=== rv_fetch_unit ===
rv_fetch_unit/met4.png
Cells faint in the background.
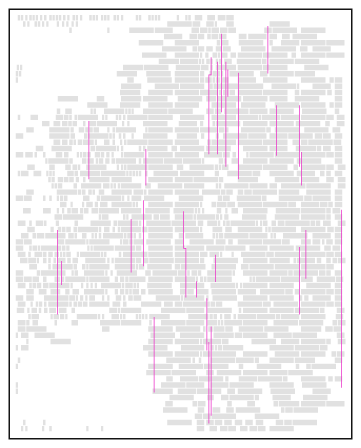
rv_fetch_unit/clock_map.png
Scale bar: 50 um.
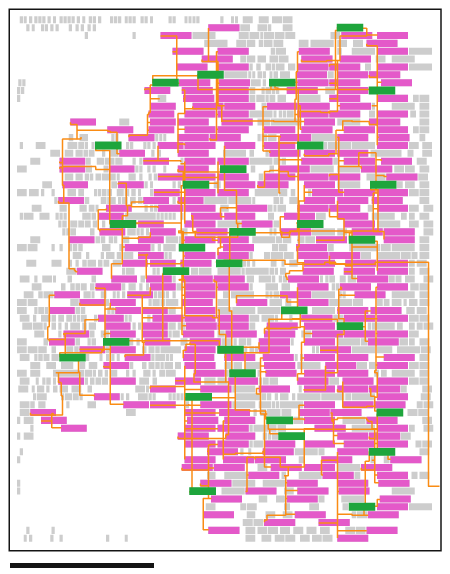
File: config.mk
export PLATFORM = sky130hd
export DESIGN_NAME = rv_fetch_unit
export DESIGN_NICKNAME = d
export VERILOG_FILES = /design/src/rtl/rv_fetch_pkg.sv /design/src/rtl/sync_fifo.sv /design/src/rtl/rv_fetch_unit.sv
export SDC_FILE = /design/constraint.sdc
export NUM_CORES = 1
export LEC_CHECK = 0
export CORE_AREA = 2 2 147 185
export CTS_CLUSTER_SIZE = 16
export DETAILED_ROUTE_END_ITERATION = 16
export DIE_AREA = 0 0 149 187
export PLACE_DENSITY = 0.88
export SETUP_SLACK_MARGIN = 0.05
export SYNTH_ARGS = -nofsm -noshare
export SYNTH_HDL_FRONTEND = slang
export SYNTH_SLANG_ARGS = --single-unit
File: constraint.sdc
create_clock -name i_clk -period 8.1 [get_ports i_clk]
set_clock_uncertainty 0.2 [all_clocks]
set_input_delay 0.81 -clock i_clk [delete_from_list [all_inputs] [get_ports i_clk]]
set_output_delay 0.81 -clock i_clk [all_outputs]
set_load 0.005 [all_outputs]
File: src/rtl/rv_fetch_pkg.sv
// ============================================================================
// Module   : rv_fetch_pkg
// Brief    : Shared types and constants for the RV32I fetch front end.
// Revision : 1.0 - initial release
// ============================================================================
`default_nettype none

package rv_fetch_pkg;

  // Datapath width the prefetch entry is built around
  localparam int RV_XLEN = 32;

  // Canonical RV32I NOP (addi x0, x0, 0), shown to decode when nothing is buffered
  localparam logic [31:0] RV_NOP = 32'h0000_0013;

  // One prefetched instruction together with the address it was fetched from
  typedef struct packed {
    logic [RV_XLEN-1:0] pc;
    logic [31:0]        instr;
  } fetch_entry_t;

endpackage

`default_nettype wire

File: src/rtl/sync_fifo.sv
// ============================================================================
// Module   : sync_fifo
// Brief    : Single-clock show-ahead FIFO with synchronous flush.
//            DEPTH must be a power of two and at least 2.
// Revision : 1.0 - initial release
// ============================================================================
`default_nettype none

module sync_fifo #(
  parameter int WIDTH = 8,
  parameter int DEPTH = 4
) (
  input  logic                     i_clk,
  input  logic                     i_rst,
  input  logic                     i_push,
  input  logic                     i_pop,
  input  logic                     i_flush,
  input  logic [WIDTH-1:0]         i_wdata,
  output logic [WIDTH-1:0]         o_rdata,
  output logic                     o_empty,
  output logic [$clog2(DEPTH):0]   o_count
);

  localparam int AW = $clog2(DEPTH);

  logic [WIDTH-1:0] r_mem [DEPTH];
  logic [AW-1:0]    r_wr_ptr;
  logic [AW-1:0]    r_rd_ptr;
  logic [AW:0]      r_count;
  logic             w_do_pop;
  logic             w_do_push;

  // Pop only real data; a push into a full FIFO is accepted only when the head leaves the same cycle.
  // A flush discards whatever would have been written this cycle.
  assign w_do_pop  = i_pop && (r_count != '0);
  assign w_do_push = i_push && !i_flush && ((r_count != (AW+1)'(DEPTH)) || w_do_pop);

  // Pointer and occupancy bookkeeping; pointers wrap naturally since DEPTH is a power of two
  always_ff @(posedge i_clk or posedge i_rst) begin
    if (i_rst) begin
      r_wr_ptr <= '0;
      r_rd_ptr <= '0;
      r_count  <= '0;
    end else if (i_flush) begin
      r_wr_ptr <= '0;
      r_rd_ptr <= '0;
      r_count  <= '0;
    end else begin
      if (w_do_push) r_wr_ptr <= r_wr_ptr + 1'b1;
      if (w_do_pop)  r_rd_ptr <= r_rd_ptr + 1'b1;
      if (w_do_push && !w_do_pop)      r_count <= r_count + 1'b1;
      else if (!w_do_push && w_do_pop) r_count <= r_count - 1'b1;
    end
  end

  // Storage array; contents need no reset because occupancy gates every read
  always_ff @(posedge i_clk) begin
    if (w_do_push) r_mem[r_wr_ptr] <= i_wdata;
  end

  assign o_rdata = r_mem[r_rd_ptr];
  assign o_empty = (r_count == '0);
  assign o_count = r_count;

endmodule

`default_nettype wire

File: src/rtl/rv_fetch_unit.sv
// ============================================================================
// Module   : rv_fetch_unit
// Brief    : Decoupled RV32I instruction fetch. Holds the fetch PC, issues
//            reads to a 1-cycle synchronous instruction memory, buffers
//            {pc,instr} in a prefetch FIFO and hands them to decode over a
//            valid/ready handshake. Redirects flush everything in flight.
//            Build option: define FETCH_PERF_EN to build the delivered /
//            discarded performance counters (otherwise they read 0).
// Revision : 1.0 - initial release
// ============================================================================
`default_nettype none

module rv_fetch_unit
  import rv_fetch_pkg::*;
#(
  parameter int              XLEN       = RV_XLEN,
  parameter int              IMEM_AW    = 11,
  parameter int              FIFO_DEPTH = 4,
  parameter logic [XLEN-1:0] RESET_PC   = '0
) (
  input  logic               i_clk,
  input  logic               i_reset,
  output logic               o_imem_req,
  output logic [IMEM_AW-1:0] o_imem_addr,
  input  logic [31:0]        i_imem_rdata,
  input  logic               i_redirect,
  input  logic [XLEN-1:0]    i_redirect_pc,
  output logic               o_instr_valid,
  input  logic               i_instr_ready,
  output logic [31:0]        o_instr,
  output logic [XLEN-1:0]    o_pc,
  output logic [XLEN-1:0]    o_pc_plus4,
  output logic               o_misaligned,
  output logic [31:0]        o_fetch_cnt,
  output logic [31:0]        o_flush_cnt
);

  localparam int CW = $clog2(FIFO_DEPTH) + 1;

  logic [XLEN-1:0] r_pc;
  logic            r_inflight;
  logic [XLEN-1:0] r_inflight_pc;
  logic            r_misaligned;

  fetch_entry_t    w_head;
  fetch_entry_t    w_push_entry;
  logic [CW-1:0]   w_count;
  logic [CW:0]     w_used;
  logic            w_empty;
  logic            w_pop;
  logic            w_issue;

  // Credits include the outstanding read so a full FIFO can never be overrun by its response
  assign w_used  = {1'b0, w_count} + {{CW{1'b0}}, r_inflight};
  assign w_issue = !i_reset && !i_redirect && (w_used < (CW+1)'(FIFO_DEPTH));
  assign w_pop   = !w_empty && i_instr_ready;

  assign w_push_entry = {r_inflight_pc, i_imem_rdata};

  // The response is pushed the cycle after issue; a redirect flush suppresses it inside the FIFO
  sync_fifo #(
    .WIDTH ($bits(fetch_entry_t)),
    .DEPTH (FIFO_DEPTH)
  ) u_fifo (
    .i_clk   (i_clk),
    .i_rst   (i_reset),
    .i_push  (r_inflight),
    .i_pop   (w_pop),
    .i_flush (i_redirect),
    .i_wdata (w_push_entry),
    .o_rdata (w_head),
    .o_empty (w_empty),
    .o_count (w_count)
  );

  // Fetch PC, outstanding-read tracking and misalignment flag
  always_ff @(posedge i_clk or posedge i_reset) begin
    if (i_reset) begin
      r_pc          <= RESET_PC;
      r_inflight    <= 1'b0;
      r_inflight_pc <= '0;
      r_misaligned  <= 1'b0;
    end else if (i_redirect) begin
      r_pc         <= {i_redirect_pc[XLEN-1:2], 2'b00};
      r_inflight   <= 1'b0;
      r_misaligned <= |i_redirect_pc[1:0];
    end else begin
      r_inflight <= w_issue;
      if (w_issue) begin
        r_inflight_pc <= r_pc;
        r_pc          <= r_pc + XLEN'(4);
      end
    end
  end

  assign o_imem_req    = w_issue;
  assign o_imem_addr   = r_pc[IMEM_AW-1:0];
  assign o_instr_valid = !w_empty;
  assign o_instr       = w_empty ? RV_NOP : w_head.instr;
  assign o_pc          = w_empty ? '0 : w_head.pc;
  assign o_pc_plus4    = o_pc + XLEN'(4);
  assign o_misaligned  = r_misaligned;

`ifdef FETCH_PERF_EN
  logic [31:0] r_fetch_cnt;
  logic [31:0] r_flush_cnt;
  logic [31:0] w_flush_add;

  // Entries left after this cycle's pop plus any outstanding read are what a redirect throws away
  assign w_flush_add = 32'(w_count) - 32'(w_pop) + 32'(r_inflight);

  // Delivered / discarded counters, free-running with natural wrap
  always_ff @(posedge i_clk or posedge i_reset) begin
    if (i_reset) begin
      r_fetch_cnt <= '0;
      r_flush_cnt <= '0;
    end else begin
      if (w_pop)      r_fetch_cnt <= r_fetch_cnt + 32'd1;
      if (i_redirect) r_flush_cnt <= r_flush_cnt + w_flush_add;
    end
  end

  assign o_fetch_cnt = r_fetch_cnt;
  assign o_flush_cnt = r_flush_cnt;
`else
  assign o_fetch_cnt = '0;
  assign o_flush_cnt = '0;
`endif

endmodule

`default_nettype wire

==> impl_metrics.toml <==
# physical design summary
[run_status]
status = "finished, final reports clean"

[critical_path]
cp.required_ns = 7.09
start_kind = "register"
slowest_stage = "dfrtp_4"

[cells_and_area]
areaGrowthSynthToFinish_pct = 19.1
design_area_sq_um = 16900
antennaDiodeCount = 0
fin_util_pct = 64.4
top_register = "u_fifo.r_mem"

[grt]
grt_pass1_wl_mm = 48.6
grt_pass1_vias = 8801
antenna_found_initial = 0
grt_max_degree = 74

[final_timing]
fin_tns_setup_ns = 0
grt_setup_unrepaired = "no"
setup_viol = 0
fmax_mhz = 181
hold_violations = 0

[power_and_ir_drop]
pg_seq_w = 0.00221
p_int_w = 0.00383
p_comb_w = 0.00176

[detailed_routing]
vias = 8723
wl_mm = 31.5

[die]
ios = 242
die_height_um = 187

[clock_tree]
ctsHoldBuffers = 0
cts_resized = 0

[place]
port_buffers = 171
gp_congestion = 0.832
hpwlAfterDp_mm = 20.2
Notes on rv_fetch_unit/met4.png above:
nets with wire on the layer = 19
share of all routed wire = 2.4%
main direction = vertical
longest straight run = 77.5 um

Notes on rv_fetch_unit/clock_map.png above:
green -> cells driving clock nets  # count 30
magenta -> flip-flops  # count 317
orange -> clock wires  # length 3300 um
flops lie = spread over the die
Clk Latency, worst-skew pair: 0.55 ns
clock share of power: 27.1%
Clock Power: 0.00148 W

## routing by layer
metal  vias up  global-route usage, %  routed length [um]
met5         -                      0                   0
li1       3872                      -                   -
met2       400                   38.6               16500
met4         0                   6.34                 756
met3        56                   2.73                2240
met1      4395                   30.1               12000
## layout make-up
class	instances	share of cell area [%]
clock buffers	36	4.81
clock inverters	20	1.46
inverters	21	0.465
multi-input cells	609	26.0
flip-flops and latches	317	54.2
well taps	345	2.55
repair buffers	180	10.5

=== mercury2_dac_sequencer ===
===== src/rtl/mercury2_dac_pkg.sv =====
// mercury2_dac_pkg: shared widths and sequencer state encoding
package mercury2_dac_pkg;
  localparam int DAC_W = 10;
  localparam int ENTRY_W = DAC_W + 1;
  typedef enum logic [1:0] {IDLE, ISSUE, WAIT_ACK, WAIT_DONE} state_e;
endpackage


===== src/rtl/sync_fifo.sv =====
// sync_fifo: single-clock FIFO with registered occupancy and sticky overflow
module sync_fifo #(
  parameter int Width = 11,
  parameter int Depth = 16
) (
  input  logic                     clk,
  input  logic                     rst,
  input  logic                     wr_en_i,
  input  logic [Width-1:0]         wr_data_i,
  input  logic                     rd_en_i,
  output logic [Width-1:0]         rd_data_o,
  output logic                     full_o,
  output logic                     empty_o,
  output logic [$clog2(Depth):0]   count_o,
  output logic                     overflow_o
);
  localparam int AW = $clog2(Depth);
  localparam int CW = AW + 1;
  logic [Width-1:0] mem_q [Depth];
  logic [AW-1:0] wr_ptr_q, rd_ptr_q;
  logic [CW-1:0] count_q;
  logic overflow_q;
  logic push, pop;
  // A full queue drops the write even when a pop frees a slot this cycle
  assign push = wr_en_i && !full_o;
  assign pop = rd_en_i && !empty_o;
  assign full_o = count_q == CW'(Depth);
  assign empty_o = count_q == '0;
  assign count_o = count_q;
  assign overflow_o = overflow_q;
  assign rd_data_o = mem_q[rd_ptr_q];
  // Pointers, occupancy and sticky overflow
  always_ff @(posedge clk) begin
    if (rst) begin
      wr_ptr_q <= '0;
      rd_ptr_q <= '0;
      count_q <= '0;
      overflow_q <= 1'b0;
    end else begin
      wr_ptr_q <= push ? wr_ptr_q + AW'(1) : wr_ptr_q;
      rd_ptr_q <= pop ? rd_ptr_q + AW'(1) : rd_ptr_q;
      count_q <= count_q + CW'(push) - CW'(pop);
      overflow_q <= overflow_q | (wr_en_i & full_o);
    end
  end
  // Storage array; contents are don't-care until written
  always_ff @(posedge clk) begin
    if (push) mem_q[wr_ptr_q] <= wr_data_i;
  end
endmodule


===== src/rtl/mercury2_dac_sequencer.sv =====
// mercury2_dac_sequencer: queues DAC samples and hands them one at a time to a busy/trigger DAC wrapper
module mercury2_dac_sequencer
  import mercury2_dac_pkg::*;
#(
  parameter int FifoDepth = 16,
  parameter int AckTimeout = 4
) (
  input  logic                         clk_50MHZ,
  input  logic                         reset,
  input  logic                         wr_en,
  input  logic                         wr_channel,
  input  logic [DAC_W-1:0]             wr_data,
  output logic                         full,
  output logic                         empty,
  output logic [$clog2(FifoDepth):0]   count,
  output logic                         overflow,
  input  logic                         dac_busy,
  output logic                         dac_trigger,
  output logic                         dac_channel,
  output logic [DAC_W-1:0]             dac_din,
  output logic                         ack_error,
  output logic [15:0]                  samples_sent
);
  localparam int TW = $clog2(AckTimeout + 1);
  state_e state_q, state_d;
  logic [TW-1:0] timer_q, timer_d;
  logic ack_error_q, ack_error_d;
  logic [15:0] samples_sent_q, samples_sent_d;
  logic ch_q, ch_d;
  logic [DAC_W-1:0] din_q, din_d;
  logic pop;
  logic [ENTRY_W-1:0] head;
  sync_fifo #(.Width(ENTRY_W), .Depth(FifoDepth)) u_fifo (
    .clk(clk_50MHZ),
    .rst(reset),
    .wr_en_i(wr_en),
    .wr_data_i({wr_channel, wr_data}),
    .rd_en_i(pop),
    .rd_data_o(head),
    .full_o(full),
    .empty_o(empty),
    .count_o(count),
    .overflow_o(overflow)
  );
  assign dac_trigger = state_q == ISSUE;
  assign dac_channel = ch_q;
  assign dac_din = din_q;
  assign ack_error = ack_error_q;
  assign samples_sent = samples_sent_q;
  // Handshake sequencing: pop when the DAC is free, pulse, wait for busy to rise then fall
  always_comb begin
    state_d = state_q;
    timer_d = timer_q;
    ack_error_d = ack_error_q;
    samples_sent_d = samples_sent_q;
    ch_d = ch_q;
    din_d = din_q;
    pop = 1'b0;
    case (state_q)
      IDLE: if (!empty && !dac_busy) begin
        pop = 1'b1;
        {ch_d, din_d} = head;
        state_d = ISSUE;
      end
      ISSUE: begin
        timer_d = '0;
        state_d = WAIT_ACK;
      end
      WAIT_ACK: if (dac_busy) begin
        timer_d = '0;
        state_d = WAIT_DONE;
      end else if (timer_q == TW'(AckTimeout - 1)) begin
        timer_d = '0;
        ack_error_d = 1'b1;
        state_d = IDLE;
      end else begin
        timer_d = timer_q + TW'(1);
      end
      WAIT_DONE: if (!dac_busy) begin
        samples_sent_d = samples_sent_q + 16'd1;
        state_d = IDLE;
      end
      default: state_d = IDLE;
    endcase
  end
  // State, timeout counter, presented sample and conversion counter
  always_ff @(posedge clk_50MHZ) begin
    if (reset) begin
      state_q <= IDLE;
      timer_q <= '0;
      ack_error_q <= 1'b0;
      samples_sent_q <= '0;
      ch_q <= 1'b0;
      din_q <= '0;
    end else begin
      state_q <= state_d;
      timer_q <= timer_d;
      ack_error_q <= ack_error_d;
      samples_sent_q <= samples_sent_d;
      ch_q <= ch_d;
      din_q <= din_d;
    end
  end
endmodule


===== config.mk =====
export PLATFORM = sky130hd
export DESIGN_NAME = mercury2_dac_sequencer
export DESIGN_NICKNAME = d
export VERILOG_FILES = /design/src/rtl/mercury2_dac_pkg.sv /design/src/rtl/sync_fifo.sv /design/src/rtl/mercury2_dac_sequencer.sv
export SDC_FILE = /design/constraint.sdc
export NUM_CORES = 1
export LEC_CHECK = 0
export CORE_MARGIN = 10
export CORE_UTILIZATION = 52
export DETAILED_ROUTE_END_ITERATION = 7
export GPL_TIMING_DRIVEN = 0
export PLACE_DENSITY = 0.71
export SYNTH_ARGS = -nofsm -noshare
export SYNTH_HDL_FRONTEND = slang
export SYNTH_SLANG_ARGS = --single-unit

===== constraint.sdc =====
create_clock -name clk_50MHZ -period 3.6 [get_ports clk_50MHZ]
set_input_delay 0.72 -clock clk_50MHZ [delete_from_list [all_inputs] [get_ports clk_50MHZ]]
set_output_delay 0.72 -clock clk_50MHZ [all_outputs]
set_load 0.01 [all_outputs]

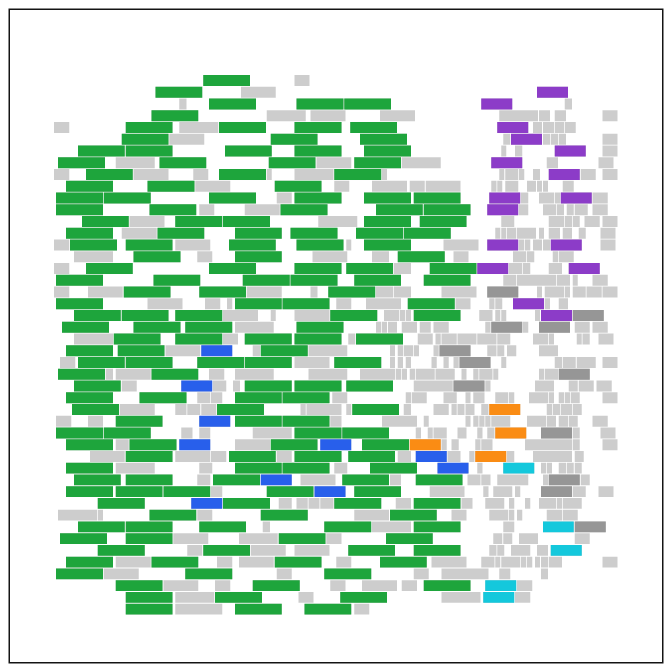
mercury2_dac_sequencer/registers.png
Other sequential cells in the stronger gray, the rest of the logic in the fainter gray.
cyan -> `u_fifo.count_o`  # sequential cells 5, where bottom right
orange -> `u_fifo.rd_ptr_q`  # sequential cells 4
green -> `u_fifo.mem_q`  # sequential cells 176
blue -> `dac_din`  # sequential cells 10
purple -> `samples_sent`  # sequential cells 16
not colored = 12

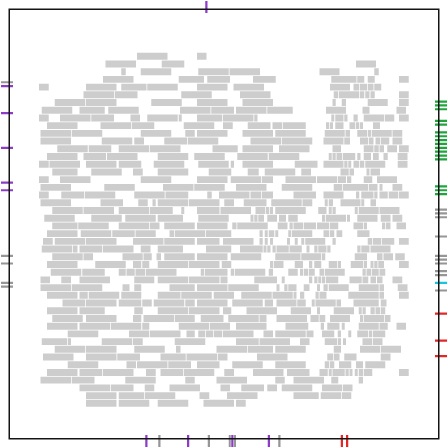
mercury2_dac_sequencer/pins.png
Pins as bars across the die edge, other pins in gray.
cyan -> `reset`  # pins 1, direction input, edge right
purple -> `wr_data`  # pins 10, direction input, edge 5 left, 4 bottom, 1 top
green -> `samples_sent`  # pins 16, direction output, edge right
red -> `count`  # pins 5, direction output, edge 3 right, 2 bottom

==> impl_metrics.toml <==
# physical design summary
[run_status]
status = "finished, final reports clean"

[detailed_routing]
wl_mm = 18.8
drt_iter0_markers = 345
avgViaCountPerCell = 5.85
ant_nets = 0

[final_timing]
report.final.slew_viol_count = 0
worst_slack_ns = 0.600
grt_setup_unrepaired = "no"
setup_viol = 0

[clock_tree]
cts_tree = "done"

[critical_path]
r2r_slack_ns = 0.66
critical-path-max-stage-delay_ns = 0.55
path_cells = "inv_1 -> ha_1 -> or4b_1 -> inv_1 -> clkdlybuf4s50_1"
path_max_fanout = 4

[grt]
antenna_found_initial = 0
grt_pass1_vias = 5157

[place]
hpwlAfterDp_mm = 12.5

[cells_and_area]
comb_area_sq_um = 2540
seq_share_pct = 59.3
fin_nets = 639
design_area_sq_um = 10500

[synthesis]
synth_cell_types = 44

[power_and_ir_drop]
clkPwrFrac_pct = 34.8
p_comb_share_pct = 19.8
switchingPower_w = 0.00172

[hold_path]
holdPathEnd = "u_fifo.overflow_o$_SDFF_PP0_"
[state kept, by name, summed over array words and instances, names as in the netlist, 2 cells and up]
name,cells
timer_q,3
dac_din,10
u_fifo.wr_ptr_q,4
state_q,2
u_fifo.mem_q,176
u_fifo.rd_ptr_q,4
samples_sent,16
u_fifo.count_o,5
[layer usage]
metal	vias to the layer above	global-route usage, %	part of all wire (%)
met2	168	28.0	49
met4	0	6.50	2.9
met3	40	2.80	6.1
met1	2501	21.7	41
li1	2209	-	-
met5	-	0	0

=== register_file_scoreboarded ===
**config.mk**
```make
export PLATFORM = sky130hd
export DESIGN_NAME = register_file_scoreboarded
export DESIGN_NICKNAME = d
export VERILOG_FILES = /design/src/rtl/register_file_pkg.sv /design/src/rtl/register_scoreboard.sv /design/src/rtl/resettable_flop_enabled.sv /design/src/rtl/register_file_scoreboarded.sv
export SDC_FILE = /design/constraint.sdc
export NUM_CORES = 2
export LEC_CHECK = 0
export CAP_MARGIN = 25
export CORE_UTILIZATION = 30
export CTS_BUF_LIST = sky130_fd_sc_hd__clkbuf_16
export DETAILED_ROUTE_END_ITERATION = 16
export REMOVE_ABC_BUFFERS = 1
export SYNTH_ARGS = -nofsm -noshare
export SYNTH_HDL_FRONTEND = slang
export SYNTH_SLANG_ARGS = --single-unit
export TNS_END_PERCENT = 50
```
**constraint.sdc**
```tcl
create_clock -name clock -period 4.52 [get_ports clock]
set_input_delay 0.904 -clock clock [delete_from_list [all_inputs] [get_ports clock]]
set_output_delay 0.904 -clock clock [all_outputs]
set_load 0.02 [all_outputs]
```
**src/rtl/register_file_pkg.sv**
```systemverilog
// Shared constants and helpers for the scoreboarded register file.
// The highest register index is an alias for the program counter.
package register_file_pkg;

  localparam int DEFAULT_NUM_BITS       = 32;
  localparam int DEFAULT_ADDRESS_BITS   = 4;
  localparam int DEFAULT_NUM_READ_PORTS = 3;
  localparam bit DEFAULT_WRITE_THROUGH  = 1'b1;

  function automatic int pc_index(input int address_bits);
    return (1 << address_bits) - 1;
  endfunction

  typedef struct packed {
    logic [DEFAULT_ADDRESS_BITS-1:0] address;
    logic [DEFAULT_NUM_BITS-1:0]     data;
    logic                            busy;
  } read_port_t;

endpackage

```
**src/rtl/register_scoreboard.sv**
```systemverilog
// Busy bit per register for outstanding long-latency writes, plus a running
// count of reserved registers. A reservation beats a clear to the same register.
module register_scoreboard
  import register_file_pkg::*;
#(
  parameter int ADDRESS_BITS = DEFAULT_ADDRESS_BITS
) (
  input  logic                    clock,
  input  logic                    reset,
  input  logic                    set_enable,
  input  logic [ADDRESS_BITS-1:0] set_address,
  input  logic                    clear_enable,
  input  logic [ADDRESS_BITS-1:0] clear_address,
  output logic [(1<<ADDRESS_BITS)-1:0] busy,
  output logic [ADDRESS_BITS:0]   busy_count
);

  localparam int NUM_REGISTERS = 1 << ADDRESS_BITS;
  localparam logic [ADDRESS_BITS-1:0] PC_ADDR = ADDRESS_BITS'(pc_index(ADDRESS_BITS));
  localparam logic [ADDRESS_BITS:0]   COUNT_ONE = 1;

  logic [NUM_REGISTERS-1:0] busy_q, busy_d;
  logic [ADDRESS_BITS:0]    count_q, count_d;
  logic                     set_valid, clear_valid, rise, fall;

  always_comb begin
    set_valid   = set_enable && (set_address != PC_ADDR);
    clear_valid = clear_enable && (clear_address != PC_ADDR);
    // Only real 0->1 and 1->0 transitions move the count.
    rise = set_valid && !busy_q[set_address];
    fall = clear_valid && busy_q[clear_address] &&
           !(set_valid && (set_address == clear_address));
    busy_d = busy_q;
    if (clear_valid) busy_d[clear_address] = 1'b0;
    if (set_valid)   busy_d[set_address]   = 1'b1;
    count_d = count_q;
    if (rise && !fall)      count_d = count_q + COUNT_ONE;
    else if (fall && !rise) count_d = count_q - COUNT_ONE;
  end

  always_ff @(posedge clock) begin
    if (reset) begin
      busy_q  <= '0;
      count_q <= '0;
    end else begin
      busy_q  <= busy_d;
      count_q <= count_d;
    end
  end

  assign busy       = busy_q;
  assign busy_count = count_q;

endmodule

```
**src/rtl/resettable_flop_enabled.sv**
```systemverilog
// Single storage register with synchronous clear and load enable.
module resettable_flop_enabled #(
  parameter int WIDTH = 32
) (
  input  logic             clock,
  input  logic             reset,
  input  logic             enable,
  input  logic [WIDTH-1:0] d,
  output logic [WIDTH-1:0] q
);

  logic [WIDTH-1:0] data_q;
  logic [WIDTH-1:0] data_d;

  always_comb begin
    data_d = data_q;
    if (enable) data_d = d;
  end

  always_ff @(posedge clock) begin
    if (reset) data_q <= '0;
    else       data_q <= data_d;
  end

  assign q = data_q;

endmodule

```
**src/rtl/register_file_scoreboarded.sv**
```systemverilog
// Multi-port register file with PC alias, optional write-through bypass
// and a busy scoreboard for the hazard unit.
module register_file_scoreboarded
  import register_file_pkg::*;
#(
  parameter int num_bits       = DEFAULT_NUM_BITS,
  parameter int address_bits   = DEFAULT_ADDRESS_BITS,
  parameter int num_read_ports = DEFAULT_NUM_READ_PORTS,
  parameter bit write_through  = DEFAULT_WRITE_THROUGH
) (
  input  logic                                   clock,
  input  logic                                   reset,
  input  logic                                   write_enable,
  input  logic [address_bits-1:0]                write_address,
  input  logic [num_bits-1:0]                    write_data,
  input  logic [num_bits-1:0]                    program_counter,
  input  logic [num_read_ports*address_bits-1:0] read_address,
  output logic [num_read_ports*num_bits-1:0]     read_data,
  output logic [num_read_ports-1:0]              read_busy,
  input  logic                                   reserve_enable,
  input  logic [address_bits-1:0]                reserve_address,
  output logic [address_bits:0]                  busy_count
);

  localparam int NUM_REGISTERS = 1 << address_bits;
  localparam logic [address_bits-1:0] PC_ADDR = address_bits'(pc_index(address_bits));

  logic [num_bits-1:0]      storage [NUM_REGISTERS];
  logic [NUM_REGISTERS-1:0] busy;
  logic [address_bits-1:0]  port_address;

  for (genvar r = 0; r < NUM_REGISTERS - 1; r++) begin : g_reg
    resettable_flop_enabled #(.WIDTH(num_bits)) u_flop (
      .clock  (clock),
      .reset  (reset),
      .enable (write_enable && (write_address == address_bits'(r))),
      .d      (write_data),
      .q      (storage[r])
    );
  end
  // The alias slot has no storage; reads of it are redirected to the PC.
  assign storage[NUM_REGISTERS-1] = '0;

  register_scoreboard #(.ADDRESS_BITS(address_bits)) u_scoreboard (
    .clock         (clock),
    .reset         (reset),
    .set_enable    (reserve_enable),
    .set_address   (reserve_address),
    .clear_enable  (write_enable),
    .clear_address (write_address),
    .busy          (busy),
    .busy_count    (busy_count)
  );

  always_comb begin
    read_data    = '0;
    read_busy    = '0;
    port_address = '0;
    for (int i = 0; i < num_read_ports; i++) begin
      port_address = read_address[i*address_bits +: address_bits];
      if (port_address == PC_ADDR)
        read_data[i*num_bits +: num_bits] = program_counter;
      else if (write_through && write_enable && (write_address == port_address))
        read_data[i*num_bits +: num_bits] = write_data;
      else
        read_data[i*num_bits +: num_bits] = storage[port_address];
      read_busy[i] = busy[port_address];
    end
  end

endmodule

```
==> impl_metrics.toml <==
# physical design summary
[cells_and_area]
final_cells = 5138
seqCellArea_sq_um = 10000
fillers = 10800
areaGrowthSynthToFinish_pct = 18.2

[final_timing]
fmax_mhz = 227
worst_slack_ns = 0.123
hold_violations = 0
fin_tns_setup_ns = 0
report.final.slew_viol_count = 0

[job]
warnings = 31

[clock_tree]
htreeDepth = 2
ctsHoldBuffers = 0
cts_buffers = 56

[critical_path]
rr_startpoint = "u_scoreboard.busy[1]$_SDFF_PP0_"
critPathTopFamily = "buffers and inverters"
start_kind = "input port"

[power_and_ir_drop]
switchingPower_w = 0.00317

[die]
tap_cells = 1403
die_area_sq_um = 109000

[run_status]
status = "finished, final reports clean"

[detailed_routing]
drt_iter0_markers = 3220
ant_nets = 0

[synthesis]
yosysMostFrequentCell = "nand2_1"

[hold_path]
holdPathStages = 2
[metal layers]
layer	wire length (um)	up-vias
li1	-	13200
met1	53400	14600
met3	12800	314
met5	40	-
met2	61300	1573
met4	6530	6
[how the worst max path moves through the flow]
stage	to	from
2_1_floorplan	read_data[0]	read_address[2]
3_3_place_gp	read_data[63]	write_address[0]
3_5_place_dp	read_data[63]	write_address[0]
4_1_cts	read_data[38]	write_address[0]
5_1_grt	read_data[67]	write_address[3]
6_report	read_data[67]	write_address[3]
[timing repair]
action,in CTS,in global routing
cloned,0,0
pin swaps,0,1
endpoints found under the setup margin,11,55
resized,9,7
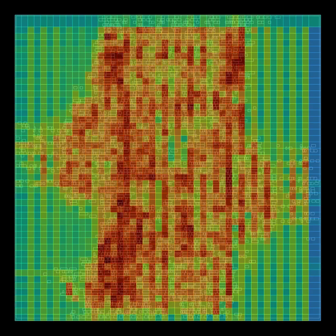
register_file_scoreboarded/final_congestion.png
met1 Usage GRT: 31.1%
GRT busiest layer: met2
Finished Core Util: 35.7%

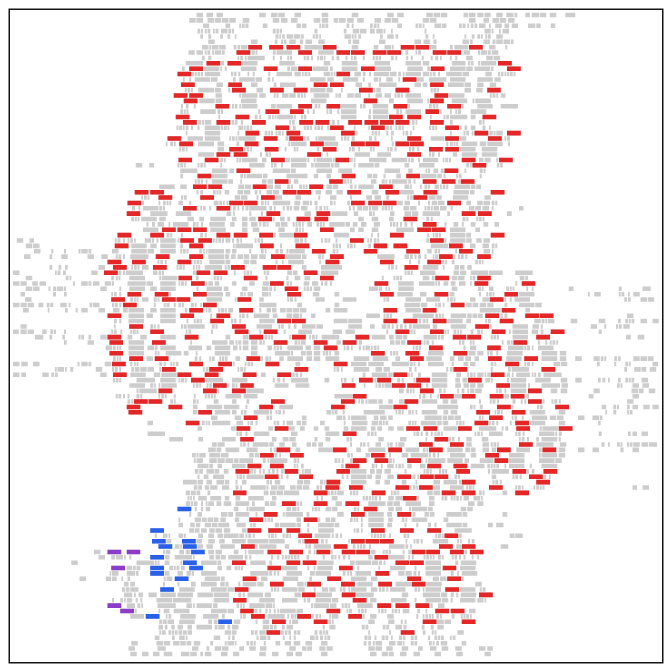
register_file_scoreboarded/registers.png
Other cells in gray.
purple -> `u_scoreboard.busy_count`  # sequential cells 5, where bottom left
blue -> `u_scoreboard.busy`  # sequential cells 16, where bottom left
red -> `g_reg.u_flop.q`  # sequential cells 480

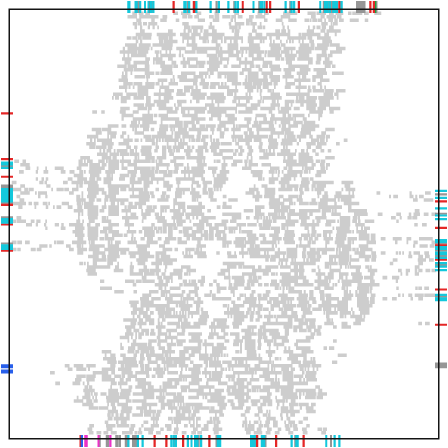
register_file_scoreboarded/pins.png
Pins as bars across the die edge, other pins in gray.
green -> `reset`  # pins 1, direction input, edge top
cyan -> `read_data`  # pins 96, direction output, edge 35 top, 26 bottom, 18 right, 17 left
red -> `write_data`  # pins 32, direction input, edge 11 top, 9 bottom, 6 right, 6 left
magenta -> `reserve_address`  # pins 4, direction input, edge bottom
blue -> `busy_count`  # pins 5, direction output, edge 4 left, 1 bottom
all pins by edge = 67 top, 58 bottom, 34 right, 33 left
Die Wd: 330 um
Die Y-Extent: 330 um
PortBufs: 191


Power figures rest on the tool's default switching activity, not on a simulated workload.
